==================== block 1
Figure 1. Routed metal, one colour a layer (block 1).
(10 px per um) Only two layers are drawn.
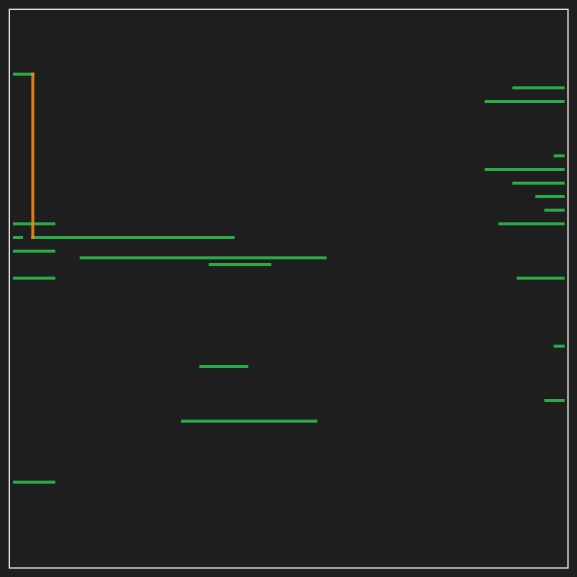

## src/rtl/matrix_arbiter_hold_if.sv

```systemverilog
// Request/grant bundle between the switch-allocation requesters and the matrix arbiter.
interface matrix_arbiter_hold_if #(
  parameter int CHANNELS = 5,
  parameter int ID_W     = $clog2(CHANNELS)
);
  logic [CHANNELS-1:0] request_vector;
  logic [CHANNELS-1:0] release_vector;
  logic                ready;
  logic [CHANNELS-1:0] grant_vector;
  logic                grant_valid;
  logic [ID_W-1:0]     grant_id;

  modport master (
    output request_vector, release_vector, ready,
    input  grant_vector, grant_valid, grant_id
  );

  modport slave (
    input  request_vector, release_vector, ready,
    output grant_vector, grant_valid, grant_id
  );
endinterface

```

## src/rtl/matrix_arbiter_hold.sv

```systemverilog
// Least-recently-granted matrix arbiter with registered grant and optional
// packet lock that is held until the owner's tail flit transfers.
module matrix_arbiter_hold #(
  parameter int CHANNELS = 5,
  parameter bit HOLD_EN  = 1'b1,
  parameter int ID_W     = $clog2(CHANNELS)
) (
  input logic                  CLK,
  input logic                  RST,
  matrix_arbiter_hold_if.slave bus
);

  localparam int NPAIR = CHANNELS * (CHANNELS - 1) / 2;

  // Upper triangle packed row by row; bit set means the lower index of the pair wins.
  function automatic int pair_idx(input int i, input int j);
    return i * CHANNELS - (i * (i + 1)) / 2 + (j - i - 1);
  endfunction

  logic [NPAIR-1:0]                   prio_q;
  logic [NPAIR-1:0]                   prio_d;
  logic [CHANNELS-1:0][CHANNELS-1:0]  beats;
  logic [CHANNELS-1:0]                winner;
  logic [CHANNELS-1:0]                grant_q;
  logic [ID_W-1:0]                    id_q;
  logic [ID_W-1:0]                    id_d;
  logic                               valid;
  logic                               owner_req;
  logic                               owner_rel;
  logic                               xfer;
  logic                               finish;
  logic                               free;
  logic                               load;

  for (genvar i = 0; i < CHANNELS; i++) begin : g_row
    for (genvar j = 0; j < CHANNELS; j++) begin : g_col
      if (i == j) begin : g_diag
        assign beats[i][j] = 1'b1;
      end else if (i < j) begin : g_upper
        localparam int K = pair_idx(i, j);
        assign beats[i][j] = prio_q[K];
        assign prio_d[K]   = winner[i] ? 1'b0 : (winner[j] ? 1'b1 : prio_q[K]);
      end else begin : g_lower
        assign beats[i][j] = ~prio_q[pair_idx(j, i)];
      end
    end
    // Non-requesters are masked out so only requesting rivals are compared.
    assign winner[i] = bus.request_vector[i] & (&(beats[i] | ~bus.request_vector));
  end

  assign valid     = |grant_q;
  assign owner_req = |(grant_q & bus.request_vector);
  assign owner_rel = |(grant_q & bus.release_vector);
  assign xfer      = valid & owner_req & bus.ready;
  assign finish    = (xfer & (owner_rel | ~HOLD_EN)) | (valid & ~owner_req);
  assign free      = ~valid | finish;
  assign load      = free & (|bus.request_vector);

  always_comb begin
    id_d = '0;
    for (int unsigned k = 0; k < CHANNELS; k++) begin
      if (winner[k]) id_d = k[ID_W-1:0];
    end
  end

  always_ff @(posedge CLK) begin
    if (RST) begin
      grant_q <= '0;
      id_q    <= '0;
      prio_q  <= '1;
    end else begin
      if (free) begin
        grant_q <= winner;
        id_q    <= id_d;
      end
      if (load) prio_q <= prio_d;
    end
  end

  assign bus.grant_vector = grant_q;
  assign bus.grant_valid  = valid;
  assign bus.grant_id     = id_q;

endmodule
```

## src/flat_wrapper.sv

```systemverilog
// flat-port wrapper written by rule: the top's interface ports become plain ports
module matrix_arbiter_hold_flat 
#(
  parameter int CHANNELS = 5,
  parameter bit HOLD_EN  = 1'b1,
  parameter int ID_W     = $clog2(CHANNELS)
)
  (CLK, RST, bus_request_vector, bus_release_vector, bus_ready, bus_grant_vector, bus_grant_valid, bus_grant_id);
  matrix_arbiter_hold_if #(.CHANNELS(CHANNELS), .ID_W(ID_W)) bus_i ();
  input logic CLK;
  input logic RST;
  input wire logic [$bits(bus_i.request_vector)-1:0] bus_request_vector;
  input wire logic [$bits(bus_i.release_vector)-1:0] bus_release_vector;
  input wire logic [$bits(bus_i.ready)-1:0] bus_ready;
  output wire logic [$bits(bus_i.grant_vector)-1:0] bus_grant_vector;
  output wire logic [$bits(bus_i.grant_valid)-1:0] bus_grant_valid;
  output wire logic [$bits(bus_i.grant_id)-1:0] bus_grant_id;
  assign bus_i.request_vector = bus_request_vector;
  assign bus_i.release_vector = bus_release_vector;
  assign bus_i.ready = bus_ready;
  assign bus_grant_vector = bus_i.grant_vector;
  assign bus_grant_valid = bus_i.grant_valid;
  assign bus_grant_id = bus_i.grant_id;
  matrix_arbiter_hold #(.CHANNELS(CHANNELS), .HOLD_EN(HOLD_EN), .ID_W(ID_W)) u_core (.CLK(CLK), .RST(RST), .bus(bus_i));
endmodule
```

## config.mk

```make
export PLATFORM = sky130hd
export DESIGN_NAME = matrix_arbiter_hold_flat
export DESIGN_NICKNAME = d
export VERILOG_FILES = /design/src/rtl/matrix_arbiter_hold_if.sv /design/src/rtl/matrix_arbiter_hold.sv /design/src/flat_wrapper.sv
export SDC_FILE = /design/constraint.sdc
export NUM_CORES = 1
export LEC_CHECK = 0
export CELL_PAD_IN_SITES_DETAIL_PLACEMENT = 1
export CELL_PAD_IN_SITES_GLOBAL_PLACEMENT = 2
export CORE_UTILIZATION = 29
export CTS_CLUSTER_DIAMETER = 50
export DETAILED_ROUTE_END_ITERATION = 7
export GPL_ROUTABILITY_DRIVEN = 0
export PLACE_DENSITY_LB_ADDON = 0.1
export SYNTH_ARGS = -nofsm -noshare
export SYNTH_HDL_FRONTEND = slang
export SYNTH_SLANG_ARGS = --single-unit
```

## constraint.sdc

```tcl
create_clock -name CLK -period 2.6 [get_ports CLK]
set_clock_uncertainty 0.15 [all_clocks]
set_input_delay 0.52 -clock CLK [delete_from_list [all_inputs] [get_ports CLK]]
set_output_delay 0.52 -clock CLK [all_outputs]
set_load 0.005 [all_outputs]
```

==================== block 2
## src/rtl/instr_encode_loader.sv

```systemverilog
// instr_encode_loader: encodes MIPS instruction tuples and writes them sequentially into IMEM
module instr_encode_loader #(
  parameter int ADDR_W = 6,
  parameter int DEPTH = 64
) (
  input  logic              clk,
  input  logic              reset,
  input  logic              Start,
  input  logic [ADDR_W-1:0] BaseAddr,
  input  logic              InValid,
  output logic              InReady,
  input  logic [4:0]        OpSel,
  input  logic [4:0]        Rs,
  input  logic [4:0]        Rt,
  input  logic [4:0]        Rd,
  input  logic [4:0]        Shamt,
  input  logic [15:0]       Imm,
  input  logic              Last,
  output logic              ImemWE,
  output logic [ADDR_W-1:0] ImemAddr,
  output logic [31:0]       ImemData,
  output logic [ADDR_W:0]   Count,
  output logic              Done,
  output logic              Full
);
  typedef enum logic [1:0] {IDLE, LOAD, DONE} state_t;
  state_t              r_state;
  logic                r_we, r_done, r_full;
  logic [ADDR_W-1:0]   r_addr, r_ptr;
  logic [31:0]         r_data;
  logic [ADDR_W:0]     r_count;
  logic [5:0]          w_code;
  logic                w_shift, w_muldiv, w_zrt, w_acc, w_cap;
  logic [31:0]         w_enc;
  assign InReady  = r_state == LOAD;
  assign w_acc    = InValid & InReady;
  assign w_cap    = r_count == (ADDR_W+1)'(DEPTH - 1);
  assign ImemWE   = r_we;
  assign ImemAddr = r_addr;
  assign ImemData = r_data;
  assign Count    = r_count;
  assign Done     = r_done;
  assign Full     = r_full;
  // funct for R-type (OpSel < 19), primary opcode for I-type
  always_comb begin
    w_code = 6'b000000;
    case (OpSel)
      5'd0:    w_code = 6'b100001;
      5'd1:    w_code = 6'b100011;
      5'd2:    w_code = 6'b100100;
      5'd3:    w_code = 6'b100101;
      5'd4:    w_code = 6'b101010;
      5'd5:    w_code = 6'b101011;
      5'd6:    w_code = 6'b100110;
      5'd7:    w_code = 6'b000000;
      5'd8:    w_code = 6'b000010;
      5'd9:    w_code = 6'b000011;
      5'd10:   w_code = 6'b000100;
      5'd11:   w_code = 6'b000110;
      5'd12:   w_code = 6'b000111;
      5'd13:   w_code = 6'b100000;
      5'd14:   w_code = 6'b100010;
      5'd15:   w_code = 6'b011010;
      5'd16:   w_code = 6'b011011;
      5'd17:   w_code = 6'b011000;
      5'd18:   w_code = 6'b011001;
      5'd19:   w_code = 6'b001001;
      5'd20:   w_code = 6'b001000;
      5'd21:   w_code = 6'b001100;
      5'd22:   w_code = 6'b001101;
      5'd23:   w_code = 6'b001010;
      5'd24:   w_code = 6'b001011;
      5'd25:   w_code = 6'b001110;
      5'd26:   w_code = 6'b100011;
      5'd27:   w_code = 6'b101011;
      5'd28:   w_code = 6'b000100;
      5'd29:   w_code = 6'b000101;
      5'd30:   w_code = 6'b000111;
      default: w_code = 6'b000110;
    endcase
  end
  assign w_shift  = OpSel >= 5'd7 && OpSel <= 5'd9;
  assign w_muldiv = OpSel >= 5'd15 && OpSel <= 5'd18;
  assign w_zrt    = OpSel >= 5'd30;
  assign w_enc = OpSel < 5'd19
    ? {6'b0, w_shift ? 5'd0 : Rs, Rt, w_muldiv ? 5'd0 : Rd, w_shift ? Shamt : 5'd0, w_code}
    : {w_code, Rs, w_zrt ? 5'd0 : Rt, Imm};
  always_ff @(posedge clk) begin
    if (reset) begin
      r_state <= IDLE;
      r_we    <= 1'b0;
      r_addr  <= '0;
      r_data  <= '0;
      r_count <= '0;
      r_done  <= 1'b0;
      r_full  <= 1'b0;
      r_ptr   <= '0;
    end else begin
      r_we <= w_acc;
      if (w_acc) begin
        r_addr  <= r_ptr;
        r_data  <= w_enc;
        r_ptr   <= r_ptr + 1'b1;
        r_count <= r_count + 1'b1;
        if (Last || w_cap) begin
          r_state <= DONE;
          r_done  <= 1'b1;
          r_full  <= w_cap;
        end
      end else if (Start && r_state != LOAD) begin
        r_state <= LOAD;
        r_count <= '0;
        r_done  <= 1'b0;
        r_full  <= 1'b0;
        r_ptr   <= BaseAddr;
      end
    end
  end
endmodule

```

## config.mk

```make
export PLATFORM = sky130hd
export DESIGN_NAME = instr_encode_loader
export DESIGN_NICKNAME = d
export VERILOG_FILES = /design/src/rtl/instr_encode_loader.sv
export SDC_FILE = /design/constraint.sdc
export NUM_CORES = 1
export LEC_CHECK = 0
export ABC_CLOCK_PERIOD_IN_PS = 1400
export CAP_MARGIN = 10
export CORE_ASPECT_RATIO = 2
export CORE_UTILIZATION = 39
export CTS_BUF_LIST = sky130_fd_sc_hd__clkbuf_2 sky130_fd_sc_hd__clkbuf_4 sky130_fd_sc_hd__clkbuf_8
export CTS_CLUSTER_DIAMETER = 80
export DETAILED_ROUTE_END_ITERATION = 8
export PLACE_DENSITY = 0.75
export SYNTH_ARGS = -nofsm -noshare
export SYNTH_HDL_FRONTEND = slang
export SYNTH_SLANG_ARGS = --single-unit
```

## constraint.sdc

```tcl
create_clock -name clk -period 1.4 [get_ports clk]
set_input_delay 0.28 -clock clk [delete_from_list [all_inputs] [get_ports clk]]
set_output_delay 0.28 -clock clk [all_outputs]
set_load 0.01 [all_outputs]
```

Figure 2. A small window of the routed layout (block 1).
Region (32, 32) to (52, 52) um. Cells in grey, sequential cells in the stronger grey; small squares are vias.
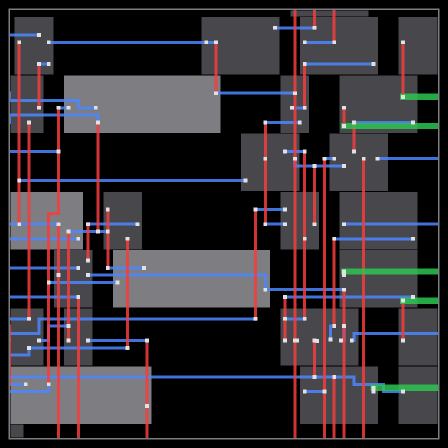
legend:
  metal 1:
    colour: blue
  metal 3:
    colour: green
  metal 2:
    colour: red
most frequent: clkdlybuf4s50_1 (9), a21oi_1 (4), dfxtp_1 (3)
sequential cells in the window: 3
netlist names of flops here include: `u_core.bus.grant_vector` (2), `u_core.prio_q` (1)
cells with their middle in the window: 23

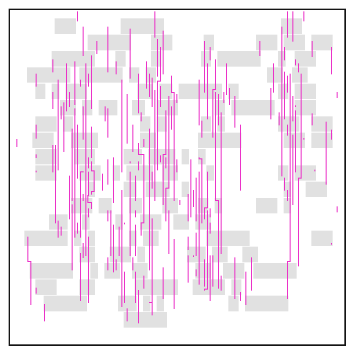
Figure 3: block 1, met2 routing.
(6 px per um)
share of all routed wire: 44%
main direction: vertical
longest straight run: 32.0 um
nets with wire on the layer: 114
wire length on this layer: 1110 um

## Picture notes: Figure 1
legend:
  metal 3:
    colour: green
    wire_length: 130 um
  metal 4:
    colour: orange
    wire_length: 16.3 um

==> flow_metrics.py, block 1 <==
# Flow results
metrics = {
    "outcome": {
        "outcome": "complete, no violations",
    },
    "synthesis": {
        "ys_sh_xor": 0,
    },
    "pwr": {
        "clkPwrFrac": 0.208,
        "combPwrFrac": 0.307,
        "p_leak_nw": 0.442,
        "power_frac_seq": 0.485,
        "intPower_mw": 0.463,
    },
    "worst_setup_path": {
        "slowest_stage": "clkdlybuf4s50_1",
        "critPathMaxFanout": 6,
    },
    "detailed_routing": {
        "ant_nets": 0,
        "wl_met2_um": 1110,
        "vias": 828,
    },
    "clock_tree": {
        "post-cts-setup-buffer-count": 0,
    },
    "hold_path": {
        "min_to": "u_core.bus.grant_id[1]",
    },
    "global_route": {
        "grt_util_all_layers": 0.178,
    },
}
[block 1: registers in the layout, indices dropped and copies added, names as in the netlist]
register,count
u_core.bus.grant_id,2
u_core.prio_q,10
u_core.bus.grant_vector,5
[block 1: final cells by class]
cell class | count | share of cell area
Sequential cell | 17 | 0.304
Multi-Input combinational cell | 65 | 0.397
Timing Repair Buffer | 25 | 0.215
Inverter | 8 | 0.0268
Tap cell | 31 | 0.0346
Clock buffer | 4 | 0.0235
[block 1: worst register-to-register path, stage by stage (launching register included)]
cell      delay, ns
dfxtp_1        0.47
a222oi_1       0.15
a21oi_1        0.48
o211ai_2       0.24
a211o_1        0.33
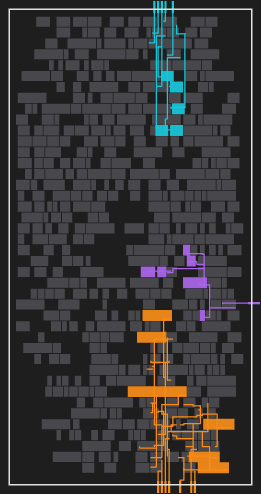
Figure 4: block 2, port wiring.
(4 px per um)
legend:
  `Count`:
    colour: orange
    direction: output
    end_cells: 7
    buffers: 9
    wire: 321 um
  `Start`:
    colour: purple
    direction: input
    end_cells: 6
    buffers: 2
    wire: 59.9 um
  `Rs`:
    colour: cyan
    direction: input
    end_cells: 5
    buffers: 5
    wire: 137 um

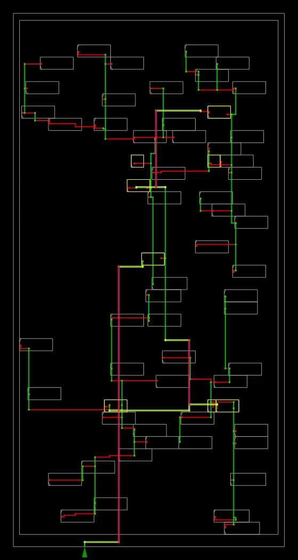
Figure 5: block 2, clock routing.
clk sink count: 55
clock latency at the later pin of the worst-skew pair: 0.32 ns

==> flow_metrics.py, block 2 <==
# Flow results
metrics = {
    "finish": {
        "final_area_mm2": 0.00426,
        "antenna_cells": 0,
        "fillers": 588,
    },
    "clock_tree": {
        "cts.path.max_buffers": 2,
        "cts_resized": 81,
        "cts_buffers": 5,
    },
    "synthesis": {
        "synth.most_common_cell": "dfxtp_1",
        "ys.warnings.count": 0,
        "mux_share": 0.0236,
        "synthCells": 309,
        "aoi_share": 0.270,
        "async_flop_share": 0,
    },
    "worst_setup_path": {
        "worst-path-buf-inv": 1,
        "r2r_slack_ns": 0.005,
    },
    "global_route": {
        "antenna_found_initial": 0,
    },
    "pwr": {
        "p_leak_nw": 1.90,
        "power_clock_mw": 0.910,
    },
    "floorplanning": {
        "rows": 42,
        "io_pins": 101,
        "die_y_um": 119,
    },
    "final_timing": {
        "worst_slack_ns": 0.00496,
        "worst_pin_slew_ns": 0.295,
    },
    "outcome": {
        "outcome": "complete, no violations",
    },
}
-- block 2: registers in the layout (all words and copies together), names as in the netlist --
register / cells
ImemAddr: 6
r_state: 2
r_ptr: 6
ImemWE: 1
Full: 1
ImemData: 32
Count: 7
-- block 2: cell type report --
cell class                 count  area [um^2]  share of cell area
clock buffer                   7         83.8              0.0197
multi-input combinational    224         1510               0.355
clock inverter                 1         5.00             0.00117
tap                           88          110              0.0258
inverter                       7         26.3             0.00617
sequential                    55         1110               0.260
timing repair buffer         162         1420               0.333

Power figures rest on the tool's default switching activity, not on a simulated workload.
